=== block 1 ===
==> block_1/congestion.png <==
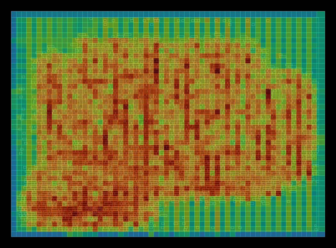

==> src/rtl/reg_status_file.sv <==
// Architectural register file with per-register rename status (busy + owning ROB tag).
// Optional REG_BYPASS_EN forwards a same-cycle commit onto the query outputs.
module reg_status_file #(
    parameter int ROB_LOG = 4
) (
    input  logic               clk,
    input  logic               rst,
    input  logic               rdy,
    input  logic               clear,
    input  logic               commit_enable,
    input  logic [4:0]         commit_index,
    input  logic [ROB_LOG-1:0] commit_RobId,
    input  logic [31:0]        commit_value,
    input  logic               issue_valid,
    input  logic [4:0]         issue_dest,
    input  logic [ROB_LOG-1:0] issue_RobId,
    input  logic [4:0]         query_rs1,
    input  logic [4:0]         query_rs2,
    output logic               rs1_busy,
    output logic [ROB_LOG-1:0] rs1_RobId,
    output logic [31:0]        rs1_value,
    output logic               rs2_busy,
    output logic [ROB_LOG-1:0] rs2_RobId,
    output logic [31:0]        rs2_value
);

    logic [31:0]        value [32];
    logic [31:0]        busy;
    logic [ROB_LOG-1:0] tag   [32];
    logic [31:0]        busy_next;

    logic commit_hit;
    logic issue_hit;

    assign commit_hit = commit_enable && (commit_index != 5'd0);
    assign issue_hit  = issue_valid && (issue_dest != 5'd0) && !clear;

    // Commit releases only when it matches the current owner; issue then overrides; clear drops all.
    always_comb begin
        busy_next = busy;
        if (commit_hit && busy[commit_index] && (tag[commit_index] == commit_RobId))
            busy_next[commit_index] = 1'b0;
        if (issue_hit)
            busy_next[issue_dest] = 1'b1;
        if (clear)
            busy_next = '0;
    end

    always_ff @(posedge clk or posedge rst) begin
        if (rst) begin
            busy <= '0;
            for (int i = 0; i < 32; i++) begin
                value[i] <= '0;
                tag[i]   <= '0;
            end
        end else if (rdy) begin
            busy <= busy_next;
            if (commit_hit)
                value[commit_index] <= commit_value;
            if (issue_hit)
                tag[issue_dest] <= issue_RobId;
        end
    end

`ifdef REG_BYPASS_EN
    logic fwd1;
    logic fwd2;

    assign fwd1 = rdy && commit_hit && (commit_index == query_rs1);
    assign fwd2 = rdy && commit_hit && (commit_index == query_rs2);

    always_comb begin
        rs1_RobId = tag[query_rs1];
        rs2_RobId = tag[query_rs2];
        rs1_value = fwd1 ? commit_value : value[query_rs1];
        rs2_value = fwd2 ? commit_value : value[query_rs2];
        rs1_busy  = busy[query_rs1] && !(fwd1 && (tag[query_rs1] == commit_RobId));
        rs2_busy  = busy[query_rs2] && !(fwd2 && (tag[query_rs2] == commit_RobId));
    end
`else
    always_comb begin
        rs1_RobId = tag[query_rs1];
        rs2_RobId = tag[query_rs2];
        rs1_value = value[query_rs1];
        rs2_value = value[query_rs2];
        rs1_busy  = busy[query_rs1];
        rs2_busy  = busy[query_rs2];
    end
`endif

endmodule

==> config.mk <==
export PLATFORM = sky130hd
export DESIGN_NAME = reg_status_file
export DESIGN_NICKNAME = d
export VERILOG_FILES = /design/src/rtl/reg_status_file.sv
export SDC_FILE = /design/constraint.sdc
export NUM_CORES = 2
export LEC_CHECK = 0
export ABC_CLOCK_PERIOD_IN_PS = 40900
export CAP_MARGIN = 20
export CORE_AREA = 8 8 417 297
export DETAILED_ROUTE_END_ITERATION = 10
export DIE_AREA = 0 0 425 305
export PLACE_DENSITY = 0.84
export RECOVER_POWER = 50
export SETUP_SLACK_MARGIN = 0.15
export SLEW_MARGIN = 20
export SYNTH_ARGS = -nofsm -noshare
export SYNTH_HDL_FRONTEND = slang
export SYNTH_SLANG_ARGS = --single-unit
==> constraint.sdc <==
create_clock -name clk -period 40.9 [get_ports clk]
set_clock_uncertainty 0.15 [all_clocks]
set_input_delay 6.135 -clock clk [delete_from_list [all_inputs] [get_ports clk]]
set_output_delay 6.135 -clock clk [all_outputs]
set_load 0.05 [all_outputs]
=== block 2 ===
`src/rtl/sha_pkg.sv`:
```
// Shared types and default sizes for the SHA message-schedule datapath.
package sha_pkg;

  localparam int WORD_W      = 32;
  localparam int SCHED_DEPTH = 16;

  typedef enum logic [1:0] {
    HOLD   = 2'b00,
    SHIFT  = 2'b01,
    LOAD   = 2'b10,
    ROTATE = 2'b11
  } sha_mode_e;

  typedef enum logic [1:0] {
    S_EMPTY = 2'b00,
    S_FILL  = 2'b01,
    S_FULL  = 2'b10
  } win_state_e;

endpackage

```
`src/rtl/sha_word_reg.sv`:
```
// One window entry: async-reset register with sync clear and enable; next value
// is selected from the shift, load or rotate source by the current mode.
module sha_word_reg
  import sha_pkg::*;
#(
  parameter int WIDTH = WORD_W
) (
  input  logic             i_clk,
  input  logic             i_rst_n,
  input  logic             i_clr,
  input  logic             i_en,
  input  sha_mode_e        i_mode,
  input  logic [WIDTH-1:0] i_shift_src,
  input  logic [WIDTH-1:0] i_load_src,
  input  logic [WIDTH-1:0] i_rot_src,
  output logic [WIDTH-1:0] o_q
);

  logic [WIDTH-1:0] r_q;
  logic [WIDTH-1:0] w_nxt;

  always_comb begin
    w_nxt = r_q;
    case (i_mode)
      SHIFT:   w_nxt = i_shift_src;
      LOAD:    w_nxt = i_load_src;
      ROTATE:  w_nxt = i_rot_src;
      default: w_nxt = r_q;
    endcase
  end

  always_ff @(posedge i_clk or negedge i_rst_n) begin
    if (!i_rst_n)   r_q <= '0;
    else if (i_clr) r_q <= '0;
    else if (i_en)  r_q <= w_nxt;
  end

  assign o_q = r_q;

endmodule

```
`src/rtl/sha_word_window.sv`:
```
// Sliding window of DEPTH words (entry 0 newest) with shift/load/rotate/hold,
// valid/ready input handshake and a registered fill count.
module sha_word_window
  import sha_pkg::*;
#(
  parameter int WIDTH = WORD_W,
  parameter int DEPTH = SCHED_DEPTH,
  parameter int CNT_W = $clog2(DEPTH + 1)
) (
  input  logic                   i_clk,
  input  logic                   i_rst_n,
  input  logic                   i_start,
  input  logic [1:0]             i_mode,
  input  logic                   i_in_valid,
  output logic                   o_in_ready,
  input  logic [WIDTH-1:0]       i_in_data,
  input  logic [WIDTH*DEPTH-1:0] i_blk,
  output logic [WIDTH*DEPTH-1:0] o_data,
  output logic [CNT_W-1:0]       o_count,
  output logic                   o_full,
  output logic                   o_empty
);

  sha_mode_e        w_mode;
  win_state_e       r_state;
  win_state_e       w_state_nxt;
  logic [CNT_W-1:0] r_count;
  logic             w_count_full;
  logic             w_shift_acc;
  logic             w_load_acc;
  logic             w_rot_act;
  logic             w_en;
  logic [WIDTH-1:0] w_entry [DEPTH];

  assign w_mode       = sha_mode_e'(i_mode);
  assign w_count_full = (r_count == CNT_W'(DEPTH));

  assign o_in_ready  = i_rst_n & ~i_start & ((w_mode == SHIFT) | (w_mode == LOAD));
  assign w_shift_acc = i_in_valid & o_in_ready & (w_mode == SHIFT);
  assign w_load_acc  = i_in_valid & o_in_ready & (w_mode == LOAD);
  // Rotate only makes sense on a complete window; otherwise it is a no-op.
  assign w_rot_act   = ~i_start & (w_mode == ROTATE) & w_count_full;
  assign w_en        = w_shift_acc | w_load_acc | w_rot_act;

  for (genvar k = 0; k < DEPTH; k++) begin : g_entry
    logic [WIDTH-1:0] w_shift_src;
    logic [WIDTH-1:0] w_rot_src;
    if (k == 0) begin : g_head
      assign w_shift_src = i_in_data;
      assign w_rot_src   = w_entry[DEPTH-1];
    end else begin : g_body
      assign w_shift_src = w_entry[k-1];
      assign w_rot_src   = w_entry[k-1];
    end

    sha_word_reg #(.WIDTH(WIDTH)) u_word (
      .i_clk       (i_clk),
      .i_rst_n     (i_rst_n),
      .i_clr       (i_start),
      .i_en        (w_en),
      .i_mode      (w_mode),
      .i_shift_src (w_shift_src),
      .i_load_src  (i_blk[k*WIDTH +: WIDTH]),
      .i_rot_src   (w_rot_src),
      .o_q         (w_entry[k])
    );

    assign o_data[k*WIDTH +: WIDTH] = w_entry[k];
  end

  always_ff @(posedge i_clk or negedge i_rst_n) begin
    if (!i_rst_n)                         r_count <= '0;
    else if (i_start)                     r_count <= '0;
    else if (w_load_acc)                  r_count <= CNT_W'(DEPTH);
    else if (w_shift_acc && !w_count_full) r_count <= r_count + 1'b1;
  end

  always_ff @(posedge i_clk or negedge i_rst_n) begin
    if (!i_rst_n) r_state <= S_EMPTY;
    else          r_state <= w_state_nxt;
  end

  always_comb begin
    w_state_nxt = r_state;
    if (i_start) begin
      w_state_nxt = S_EMPTY;
    end else if (w_load_acc) begin
      w_state_nxt = S_FULL;
    end else if (w_shift_acc) begin
      if (r_count >= CNT_W'(DEPTH - 1)) w_state_nxt = S_FULL;
      else if (r_state == S_EMPTY)      w_state_nxt = S_FILL;
    end
  end

  assign o_count = r_count;
  assign o_full  = w_count_full;
  assign o_empty = (r_count == '0);

endmodule

```
`config.mk`:
```
export PLATFORM = sky130hd
export DESIGN_NAME = sha_word_window
export DESIGN_NICKNAME = d
export VERILOG_FILES = /design/src/rtl/sha_pkg.sv /design/src/rtl/sha_word_reg.sv /design/src/rtl/sha_word_window.sv
export SDC_FILE = /design/constraint.sdc
export NUM_CORES = 1
export LEC_CHECK = 0
export CORE_AREA = 2 2 411 413
export CTS_CLUSTER_DIAMETER = 80
export DETAILED_ROUTE_END_ITERATION = 6
export DIE_AREA = 0 0 413 415
export DONT_BUFFER_PORTS = 1
export PLACE_DENSITY_LB_ADDON = 0.12
export SLEW_MARGIN = 10
export SYNTH_ARGS = -nofsm -noshare
export SYNTH_HDL_FRONTEND = slang
export SYNTH_SLANG_ARGS = --single-unit
```
`constraint.sdc`:
```
create_clock -name i_clk -period 5.9 [get_ports i_clk]
set_input_delay 1.475 -clock i_clk [delete_from_list [all_inputs] [get_ports i_clk]]
set_output_delay 1.475 -clock i_clk [all_outputs]
set_load 0.01 [all_outputs]
```
=== block 3 ===
File: src/rtl/token_scheduler.sv
// token_scheduler: issues wrapping tokens 1..MAX_TOKENS into a FIFO and hands them to two counters by round-robin
// Ports: clk, rst (sync, active-high); issue_req -> issue_ack/issue_token; call_req/done per counter ->
//        call_grant/call_token; serving0/serving1 token held at each counter (0 = idle);
//        waiting/full/empty queue occupancy
module token_scheduler #(
    parameter int unsigned MAX_TOKENS = 7
) (
    input  logic       clk,
    input  logic       rst,
    input  logic       issue_req,
    output logic       issue_ack,
    output logic [3:0] issue_token,
    input  logic [1:0] call_req,
    input  logic [1:0] done,
    output logic [1:0] call_grant,
    output logic [3:0] call_token,
    output logic [3:0] serving0,
    output logic [3:0] serving1,
    output logic [3:0] waiting,
    output logic       full,
    output logic       empty
);
    localparam logic [3:0] MAX = 4'(MAX_TOKENS);
    typedef enum logic {IDLE, SERVING} state_e;
    state_e     state_q [2];
    state_e     state_d [2];
    logic [3:0] serving_q [2];
    logic [3:0] serving_d [2];
    logic [3:0] head_q, head_d, next_q, next_d, count_q, count_d;
    logic [3:0] issue_token_d, call_token_d;
    logic [1:0] call_grant_d, elig;
    logic       prio_q, prio_d, issue_ack_d, do_issue, do_grant;
    function automatic logic [3:0] inc(input logic [3:0] v);
        return v == MAX ? 4'd1 : v + 4'd1;
    endfunction
    // Tokens are issued in strict sequence, so head and count fully describe the queue contents.
    assign waiting  = count_q;
    assign full     = count_q == MAX;
    assign empty    = count_q == 4'd0;
    assign serving0 = serving_q[0];
    assign serving1 = serving_q[1];
    always_comb begin
        elig = '0;
        for (int c = 0; c < 2; c++) elig[c] = state_q[c] == IDLE && call_req[c] && !empty;
        call_grant_d  = &elig ? (prio_q ? 2'b10 : 2'b01) : elig;
        do_grant      = |call_grant_d;
        do_issue      = issue_req && !full;
        issue_ack_d   = do_issue;
        issue_token_d = do_issue ? next_q : 4'd0;
        call_token_d  = do_grant ? head_q : 4'd0;
        next_d        = do_issue ? inc(next_q) : next_q;
        head_d        = do_grant ? inc(head_q) : head_q;
        count_d       = count_q + 4'(do_issue) - 4'(do_grant);
        prio_d        = do_grant ? call_grant_d[0] : prio_q;
        for (int c = 0; c < 2; c++) begin
            state_d[c]   = state_q[c];
            serving_d[c] = serving_q[c];
            if (call_grant_d[c]) begin
                state_d[c]   = SERVING;
                serving_d[c] = head_q;
            end else if (state_q[c] == SERVING && done[c]) begin
                state_d[c]   = IDLE;
                serving_d[c] = 4'd0;
            end
        end
    end
    always_ff @(posedge clk) begin
        if (rst) begin
            state_q     <= '{default: IDLE};
            serving_q   <= '{default: 4'd0};
            head_q      <= 4'd1;
            next_q      <= 4'd1;
            count_q     <= 4'd0;
            prio_q      <= 1'b0;
            issue_ack   <= 1'b0;
            issue_token <= 4'd0;
            call_grant  <= 2'b00;
            call_token  <= 4'd0;
        end else begin
            state_q     <= state_d;
            serving_q   <= serving_d;
            head_q      <= head_d;
            next_q      <= next_d;
            count_q     <= count_d;
            prio_q      <= prio_d;
            issue_ack   <= issue_ack_d;
            issue_token <= issue_token_d;
            call_grant  <= call_grant_d;
            call_token  <= call_token_d;
        end
    end
endmodule
File: config.mk
export PLATFORM = sky130hd
export DESIGN_NAME = token_scheduler
export DESIGN_NICKNAME = d
export VERILOG_FILES = /design/src/rtl/token_scheduler.sv
export SDC_FILE = /design/constraint.sdc
export NUM_CORES = 1
export LEC_CHECK = 0
export ABC_AREA = 0
export CAP_MARGIN = 20
export CORE_MARGIN = 5
export CORE_UTILIZATION = 40
export DETAILED_ROUTE_END_ITERATION = 10
export PLACE_DENSITY = 0.66
export SYNTH_ARGS = -nofsm -noshare
export SYNTH_HDL_FRONTEND = slang
export SYNTH_SLANG_ARGS = --single-unit
File: constraint.sdc
create_clock -name clk -period 2.5 [get_ports clk]
set_clock_uncertainty 0.2 [all_clocks]
set_input_delay 0.375 -clock clk [delete_from_list [all_inputs] [get_ports clk]]
set_output_delay 0.375 -clock clk [all_outputs]
set_load 0.02 [all_outputs]
=== block 4 ===
$ cat src/rtl/instruction_fetch_unit_if.sv
// Bundle of fetch-unit signals: control-unit handshake, PC redirect and instruction RAM port.
// The master modport is the fetch unit; the slave modport is its environment.
interface instruction_fetch_unit_if #(
    parameter int unsigned ADDR_WIDTH  = 10,
    parameter int unsigned INSTR_WIDTH = 19
);
    logic                   fetch_req;
    logic                   pc_load;
    logic [ADDR_WIDTH-1:0]  pc_in;
    logic [INSTR_WIDTH-1:0] mem_data;
    logic [ADDR_WIDTH-1:0]  mem_address;
    logic                   mem_read;
    logic                   mem_write;
    logic [INSTR_WIDTH-1:0] ir;
    logic [ADDR_WIDTH-1:0]  pc;
    logic                   instr_valid;
    logic                   busy;

    modport master (
        input  fetch_req, pc_load, pc_in, mem_data,
        output mem_address, mem_read, mem_write, ir, pc, instr_valid, busy
    );

    modport slave (
        output fetch_req, pc_load, pc_in, mem_data,
        input  mem_address, mem_read, mem_write, ir, pc, instr_valid, busy
    );
endinterface

$ cat src/rtl/instruction_fetch_unit.sv
// Multicycle front end: owns the PC, reads the instruction RAM with a fixed latency and
// captures the word into IR. Redirects arriving mid-fetch are deferred until the fetch ends.
module instruction_fetch_unit #(
    parameter int unsigned          ADDR_WIDTH  = 10,
    parameter int unsigned          INSTR_WIDTH = 19,
    parameter int unsigned          MEM_LAT     = 1,
    parameter logic [ADDR_WIDTH-1:0] RESET_PC   = '0
) (
    input  logic                      clk,
    input  logic                      rst_n,
    instruction_fetch_unit_if.master  bus
);

    typedef enum logic [1:0] {StIdle, StRead, StDone} state_e;

    localparam logic [3:0] LatInit = 4'(MEM_LAT - 1);

    state_e                 state_q, state_d;
    logic [ADDR_WIDTH-1:0]  pc_q, pc_d;
    logic [INSTR_WIDTH-1:0] ir_q, ir_d;
    logic                   pend_q, pend_d;
    logic [ADDR_WIDTH-1:0]  pend_pc_q, pend_pc_d;
    logic [3:0]             lat_cnt_q, lat_cnt_d;

    always_comb begin
        state_d   = state_q;
        pc_d      = pc_q;
        ir_d      = ir_q;
        pend_d    = pend_q;
        pend_pc_d = pend_pc_q;
        lat_cnt_d = lat_cnt_q;

        unique case (state_q)
            StIdle: begin
                // A redirect wins over a request so the next fetch uses the new PC.
                if (bus.pc_load) begin
                    pc_d = bus.pc_in;
                end else if (bus.fetch_req) begin
                    lat_cnt_d = LatInit;
                    state_d   = StRead;
                end
            end
            StRead: begin
                if (bus.pc_load) begin
                    pend_d    = 1'b1;
                    pend_pc_d = bus.pc_in;
                end
                if (lat_cnt_q != 4'd0) begin
                    lat_cnt_d = lat_cnt_q - 4'd1;
                end else begin
                    ir_d    = bus.mem_data;
                    pc_d    = pc_q + 1'b1;
                    state_d = StDone;
                end
            end
            StDone: begin
                // A load seen in this very cycle is newer than any stored one.
                if (bus.pc_load) begin
                    pc_d = bus.pc_in;
                end else if (pend_q) begin
                    pc_d = pend_pc_q;
                end
                pend_d  = 1'b0;
                state_d = StIdle;
            end
            default: begin
                state_d = StIdle;
            end
        endcase
    end

    always_ff @(posedge clk or negedge rst_n) begin
        if (!rst_n) begin
            state_q   <= StIdle;
            pc_q      <= RESET_PC;
            ir_q      <= '0;
            pend_q    <= 1'b0;
            pend_pc_q <= '0;
            lat_cnt_q <= 4'd0;
        end else begin
            state_q   <= state_d;
            pc_q      <= pc_d;
            ir_q      <= ir_d;
            pend_q    <= pend_d;
            pend_pc_q <= pend_pc_d;
            lat_cnt_q <= lat_cnt_d;
        end
    end

    assign bus.mem_address = pc_q;
    assign bus.mem_read    = (state_q == StRead);
    assign bus.mem_write   = 1'b0;
    assign bus.ir          = ir_q;
    assign bus.pc          = pc_q;
    assign bus.instr_valid = (state_q == StDone);
    assign bus.busy        = (state_q != StIdle);

endmodule

$ cat src/flat_wrapper.sv
// flat-port wrapper written by rule: the top's interface ports become plain ports
module instruction_fetch_unit_flat 
#(
    parameter int unsigned          ADDR_WIDTH  = 10,
    parameter int unsigned          INSTR_WIDTH = 19,
    parameter int unsigned          MEM_LAT     = 1,
    parameter logic [ADDR_WIDTH-1:0] RESET_PC   = '0
)
  (clk, rst_n, bus_fetch_req, bus_pc_load, bus_pc_in, bus_mem_data, bus_mem_address, bus_mem_read, bus_mem_write, bus_ir, bus_pc, bus_instr_valid, bus_busy);
  instruction_fetch_unit_if #(.ADDR_WIDTH(ADDR_WIDTH), .INSTR_WIDTH(INSTR_WIDTH)) bus_i ();
  input  logic clk;
  input  logic rst_n;
  input wire logic [$bits(bus_i.fetch_req)-1:0] bus_fetch_req;
  input wire logic [$bits(bus_i.pc_load)-1:0] bus_pc_load;
  input wire logic [$bits(bus_i.pc_in)-1:0] bus_pc_in;
  input wire logic [$bits(bus_i.mem_data)-1:0] bus_mem_data;
  output wire logic [$bits(bus_i.mem_address)-1:0] bus_mem_address;
  output wire logic [$bits(bus_i.mem_read)-1:0] bus_mem_read;
  output wire logic [$bits(bus_i.mem_write)-1:0] bus_mem_write;
  output wire logic [$bits(bus_i.ir)-1:0] bus_ir;
  output wire logic [$bits(bus_i.pc)-1:0] bus_pc;
  output wire logic [$bits(bus_i.instr_valid)-1:0] bus_instr_valid;
  output wire logic [$bits(bus_i.busy)-1:0] bus_busy;
  assign bus_i.fetch_req = bus_fetch_req;
  assign bus_i.pc_load = bus_pc_load;
  assign bus_i.pc_in = bus_pc_in;
  assign bus_i.mem_data = bus_mem_data;
  assign bus_mem_address = bus_i.mem_address;
  assign bus_mem_read = bus_i.mem_read;
  assign bus_mem_write = bus_i.mem_write;
  assign bus_ir = bus_i.ir;
  assign bus_pc = bus_i.pc;
  assign bus_instr_valid = bus_i.instr_valid;
  assign bus_busy = bus_i.busy;
  instruction_fetch_unit #(.ADDR_WIDTH(ADDR_WIDTH), .INSTR_WIDTH(INSTR_WIDTH), .MEM_LAT(MEM_LAT), .RESET_PC(RESET_PC)) u_core (.clk(clk), .rst_n(rst_n), .bus(bus_i));
endmodule
$ cat config.mk
export PLATFORM = sky130hd
export DESIGN_NAME = instruction_fetch_unit_flat
export DESIGN_NICKNAME = d
export VERILOG_FILES = /design/src/rtl/instruction_fetch_unit_if.sv /design/src/rtl/instruction_fetch_unit.sv /design/src/flat_wrapper.sv
export SDC_FILE = /design/constraint.sdc
export NUM_CORES = 1
export LEC_CHECK = 0
export CAP_MARGIN = 40
export CELL_PAD_IN_SITES_DETAIL_PLACEMENT = 0
export CELL_PAD_IN_SITES_GLOBAL_PLACEMENT = 2
export CORE_ASPECT_RATIO = 1.75
export CORE_MARGIN = 2
export CORE_UTILIZATION = 31
export CTS_BUF_LIST = sky130_fd_sc_hd__clkbuf_16
export CTS_CLUSTER_DIAMETER = 120
export CTS_CLUSTER_SIZE = 12
export DETAILED_ROUTE_END_ITERATION = 8
export PLACE_DENSITY_LB_ADDON = 0.12
export SLEW_MARGIN = 40
export SYNTH_ARGS = -nofsm -noshare
export SYNTH_HDL_FRONTEND = slang
export SYNTH_SLANG_ARGS = --single-unit
$ cat constraint.sdc
create_clock -name clk -period 5.8 [get_ports clk]
set_input_delay 1.74 -clock clk [delete_from_list [all_inputs] [get_ports clk]]
set_output_delay 1.74 -clock clk [all_outputs]
set_load 0.005 [all_outputs]

==> layout pictures side by side <==
Track usage over the die.
Plate I
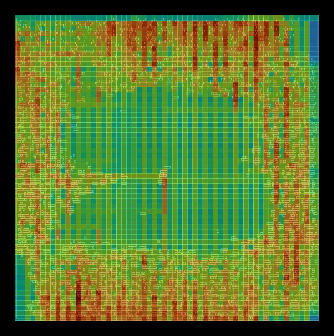
Plate II
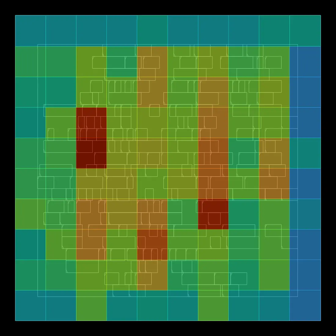
Plate III
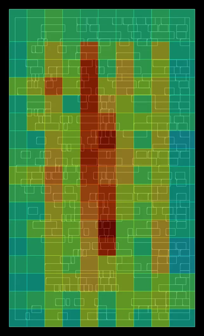
- block 4 = Plate III
- block 3 = Plate II
- block 2 = Plate I

==> block_1/detail.png <==
Region (198, 76) to (228, 106) um. Cells in grey, sequential cells in the stronger grey; small squares are vias.
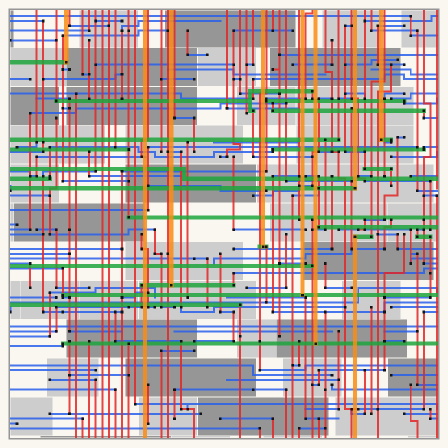
red -> metal 2
blue -> metal 1
green -> metal 3
orange -> metal 4
most frequent = mux2_2 (11), dfrtp_1 (11), mux4_2 (8)
netlist names of flops here include = value (11)
sequential cells in the window = 11
cells with their middle in the window = 34

## Picture notes: block_1/congestion.png
met1 Use GR: 37.9%
global route hottest layer: met2
Final Util: 59.4%
Global Route Usage Sum: 27.3%
WL/cell: 32.5 um

==> out/results.ini, block 1 <==
[status]
status=finished, violations left
violations=max-capacitance violations, max-slew violations

[finish]
largest_reg_flops=1024

[placement]
portBuffers=139
placed_cell_area_um2=66100
dp_slack_ps=23810

[global_routing]
grt.met3_usage_pct=8.73

[pwr]
power_w=0.00312
power_leakage_nw=30.3

[cts]
cts.sinks=1184
clockRootBuffer=clkbuf_16
postCtsResizedCells=0

[sta]
drv_slew=1176
rsz0062_at_grt=false

[floorplan]
nWellTaps=1566

[job]
cap_viol_max_count=32

[drt]
wl_met1_um=68800

block 1: cells in the mapped netlist (3+ instances only):
master,count
or3b_1,3
nor2_1,51
buf_2,65
a31o_2,6
clkbuf_1,297
nand3b_1,4
o21ai_0,21
a22oi_1,5
nand2b_1,4
mux4_2,745
buf_4,4
nor3b_1,6
buf_6,5
or4_1,10
dfrtp_1,1184
o22ai_1,30
buf_1,82
inv_1,6
mux2i_1,70
a21oi_1,9
and3_1,5
nor3_1,4
a31oi_1,3
nand3_1,3
mux2_2,1190
nor4_1,21
nand2_1,47
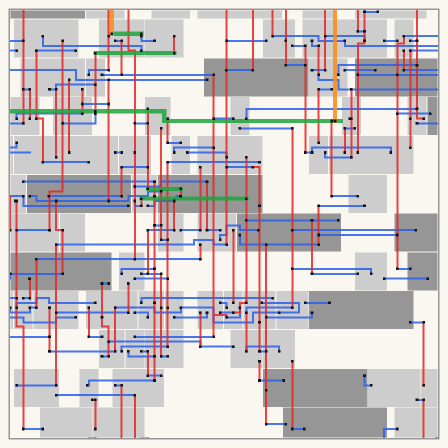
(block_3/detail.png)
Region (20, 6) to (50, 36) um. Cells in grey, sequential cells in the stronger grey; small squares are vias.
green -> metal 3
red -> metal 2
blue -> metal 1
orange -> metal 4
sequential cells in the window = 9
cells with their middle in the window = 60
netlist names of flops here include = issue_token (3), next_q (3)
most frequent = dfxtp_1 (9), nor2_1 (6), clkdlybuf4s50_1 (5)

==> block_3/metal_density.png <==
Drawn at 6 px/um. 14 x 14 tiles, from white (low) to dark blue (high), scaled to the fullest tile. Values are wire area over tile area, all layers added.
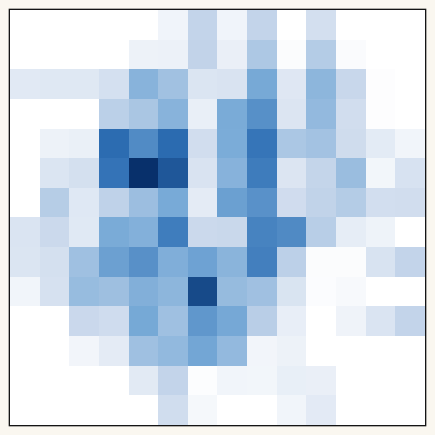
tiles over half the peak = 13%
mean over tiles = 0.089
nearly empty tiles = 30%
fullest tile = 0.41
densest ninth of the die = centre

==> out/results.ini, block 3 <==
[cts]
cts_tree=done
postCtsResizedCells=1
clkLatencyLatePin_ps=330
clk_path_buf_depth=2
cts_buffers=5

[worst_setup_path]
crit_family=buffers and inverters
crit_chain=ha_1 > nand3_1 > inv_1 > clkdlybuf4s50_1
cp_num_cells=4

[drt]
via_count=1029
finalWirelength_um=2690
wl_met1_um=1250

[placement]
hpwl_um=2100
portBuffers=31

[status]
status=complete, no violations

[yosys]
ff_type=dfxtp_1
synth_flops=34
ys_cells=138
netlist_area_um2=1400
syn_inst=138

[sta]
drv_slew=0
fin_crit_sh_pct=92.9
relSlewSlack_pct=74.7

[global_routing]
grt_max_degree=11
grt_first_pass_wirelength_um=4800

[floorplan]
rows=21
fp_util_pct=41.6

[finish]
fin_nets=193

[pwr]
p_clk_share_pct=17.2

-- block 3: metrics by stage --
step                      util (%)  std cells
final                         54.9        225
after global routing          54.9        225
after CTS                     54.9        225
after detailed placement      53.2        217
after global placement        53.2        217
after floorplan                  -        138
-- block 3: layout make-up --
class,count,area (um2),area share (%)
Timing Repair Buffer,35,339,18.3
Multi-Input combinational cell,97,692,37.4
Clock buffer,7,55.1,2.98
Clock inverter,1,5.00,0.271
Inverter,5,18.8,1.02
Sequential cell,34,681,36.8
Tap cell,46,57.6,3.11
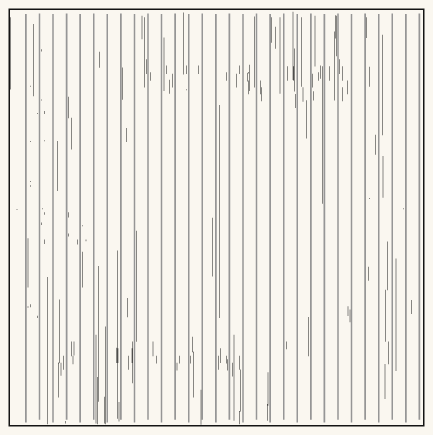
(block_2/layer_met4.png)
Drawn at 1 px/um. Supply wires on this layer in grey.
main direction = vertical
wire length on this layer = 4,090 um
nets with wire on the layer = 107
longest straight run = 213 um
share of all routed wire = 2.4%

==> block_2/logic_types.png <==
Drawn at 1.5 px/um.
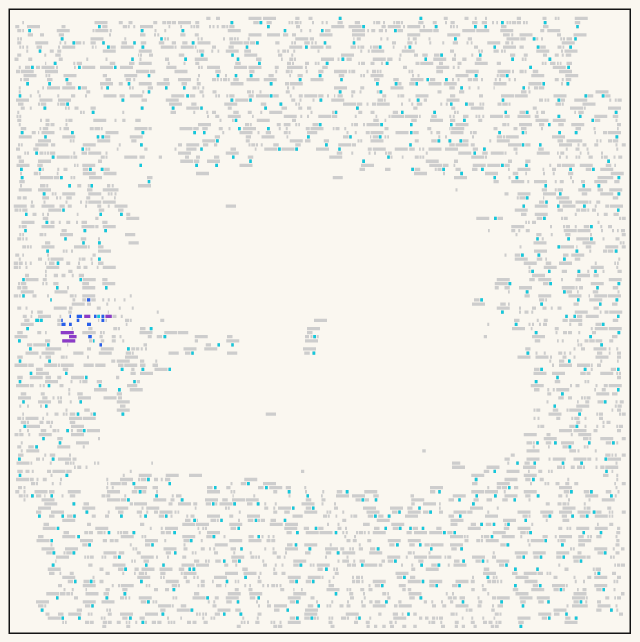
blue -> NAND gates  # cells 13, where middle left
cyan -> NOR gates  # cells 516, where all over the die
purple -> adder and majority cells  # cells 5, where middle left

==> out/results.ini, block 2 <==
[yosys]
ys_cells=3517

[sta]
clock.fmax_mhz=117
setup_viol=188
setup_slack_ps=-2660
drv_slew=1198

[floorplan]
fp_util_pct=20.2

[finish]
layout.nonclk_buf_share_pct=1.37

[status]
violations=max-slew violations, negative setup slack
status=finished, violations left

[placement]
dp_slack_ps=1950
portBuffers=0

[pwr]
internal_power_w=0.00709
power_leakage_nw=15.7

[worst_setup_path]
worstRegToRegCells=8
worstSetupStartpointType=input pin

[global_routing]
antenna_found_initial=144

==> block 2: cells in the mapped netlist, types with 3 or more instances <==
cell type and number:
dfrtp_1 517, a21oi_1 515, nor2b_1 513, o21ai_0 480
mux2_2 454, or3b_2 374, clkbuf_1 286, or3b_1 139
mux2_1 58, buf_2 50, buf_1 38, a22oi_1 32
buf_4 19, buf_6 6, ha_1 5, inv_1 4
o31ai_1 4, nand2b_1 3, nand4_1 3
==> block 2: flip-flops by register name, indices dropped and copies added (netlist names) <==
name,flops
g_entry.u_word.o_q,512
o_count,5
==> block_4/logic_types.png <==
Drawn at 6 px/um.
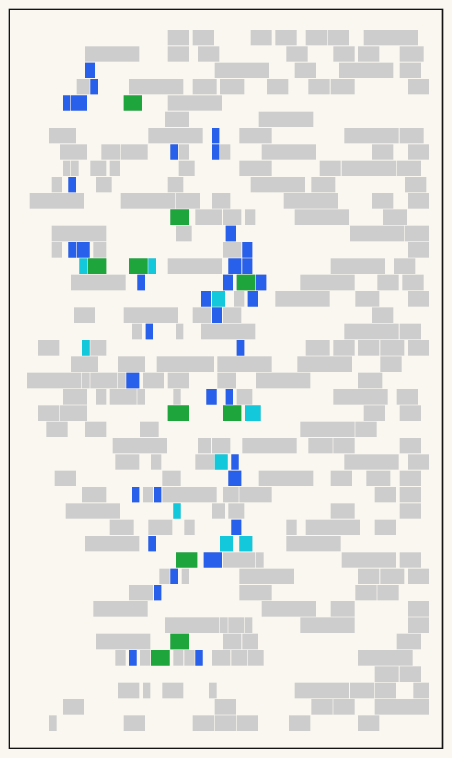
blue -> NAND gates  # cells 36
cyan -> NOR gates  # cells 9, where centre
green -> AND-OR and OR-AND gates  # cells 10

==> out/results.ini, block 4 <==
[status]
status=complete, no violations

[yosys]
edf_count=0
common_cells=dfrtp_1 (46), mux2_2 (29), nand2_1 (19)

[finish]
fillers=781
clockBufferCount=5
signal_buffers=75
layout.nonclk_buf_share_pct=22.1

[pwr]
power.density_nw_per_um2=579
p_clk_w=0.000289
comb-power_w=0.00104

[cts]
post_cts_buffers=0
clkLatencyLatePin_ps=290

[worst_setup_path]
worstRegToRegCells=7
reg2reg_from=u_core.state_q[1]
path_max_fanout=15

[drt]
top_layer=met4

[sta]
worstMarginPinSlew_ps=616

-- block 4: how the worst max path moves through the flow --
stage | startpoint | to | slack, ps
final | bus_pc_load | u_core.bus.mem_address[2] | 2190
after global routing | bus_pc_load | u_core.bus.mem_address[2] | 2070
after CTS | u_core.state_q[0] | bus_instr_valid | 2200
after detailed placement | bus_pc_load | u_core.bus.mem_address[0] | 1930
after global placement | bus_pc_load | u_core.bus.mem_address[2] | 1950
after floorplan | bus_pc_load | u_core.bus.mem_address[0] | 2840
-- block 4: worst max-delay path: stages --
cell and delay [ps]:
clkdlybuf4s50_1 750, inv_1 230, a221oi_4 450, and2_4 300, mux2_4 310


==> notes/layouts.md <==
Pictures saved along the way, in no particular order.

Signal metal coverage by tile.
shot_01.png
Drawn at 1 px/um. 21 x 21 tiles, from white (low) to dark blue (high), scaled to the fullest tile. Values are wire area over tile area, all layers added.
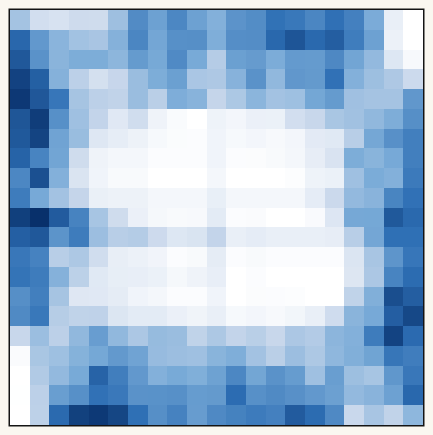
shot_02.png
Drawn at 4 px/um. 14 x 25 tiles, from white (low) to dark blue (high), scaled to the fullest tile. Values are wire area over tile area, all layers added.
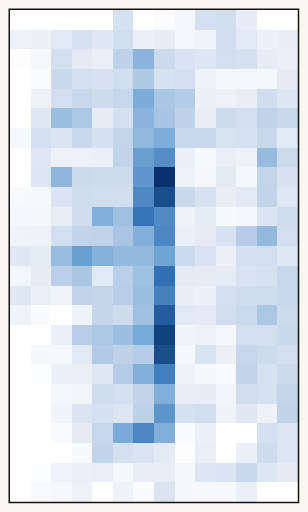
shot_03.png
Drawn at 1 px/um. 21 x 15 tiles, from white (low) to dark blue (high), scaled to the fullest tile. Values are wire area over tile area, all layers added.
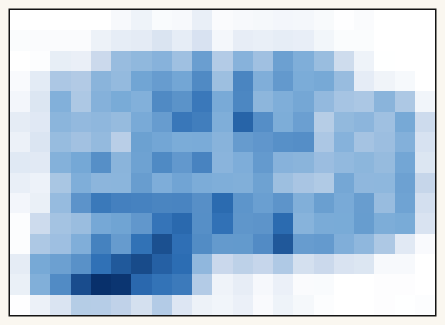
- smallest die: shot_02.png
- largest die: shot_01.png
shot_01.png -> block 2
shot_03.png -> block 1
shot_02.png -> block 4

Key to shot_01.png:
fullest tile = 0.43
nearly empty tiles = 9.5%
emptiest ninth of the die = centre
tiles over half the peak = 36%


==> notes/layouts.md <==
Pictures saved along the way, in no particular order.

Clock network drawn from the DEF.
panel A
Drawn at 4 px/um.
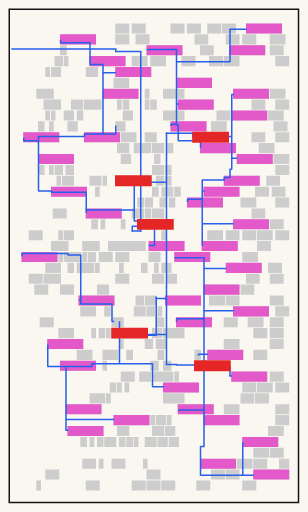
panel B
Drawn at 1 px/um.
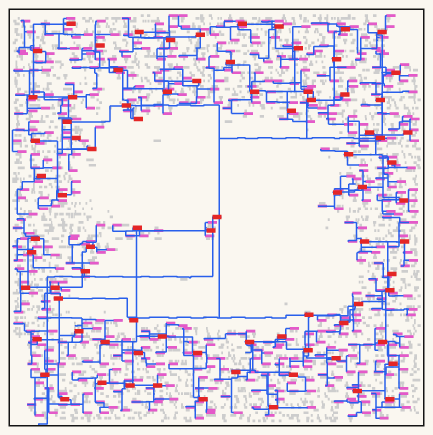
panel C
Drawn at 6 px/um.
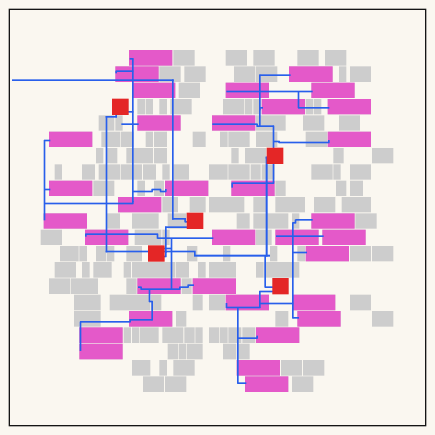
block 3 -> panel C
block 4 -> panel A
block 2 -> panel B

Key to panel C:
blue -> clock wires  # length 418 um
red -> clock drivers  # count 5
magenta -> flip-flops  # count 34
routed clock nets = 6

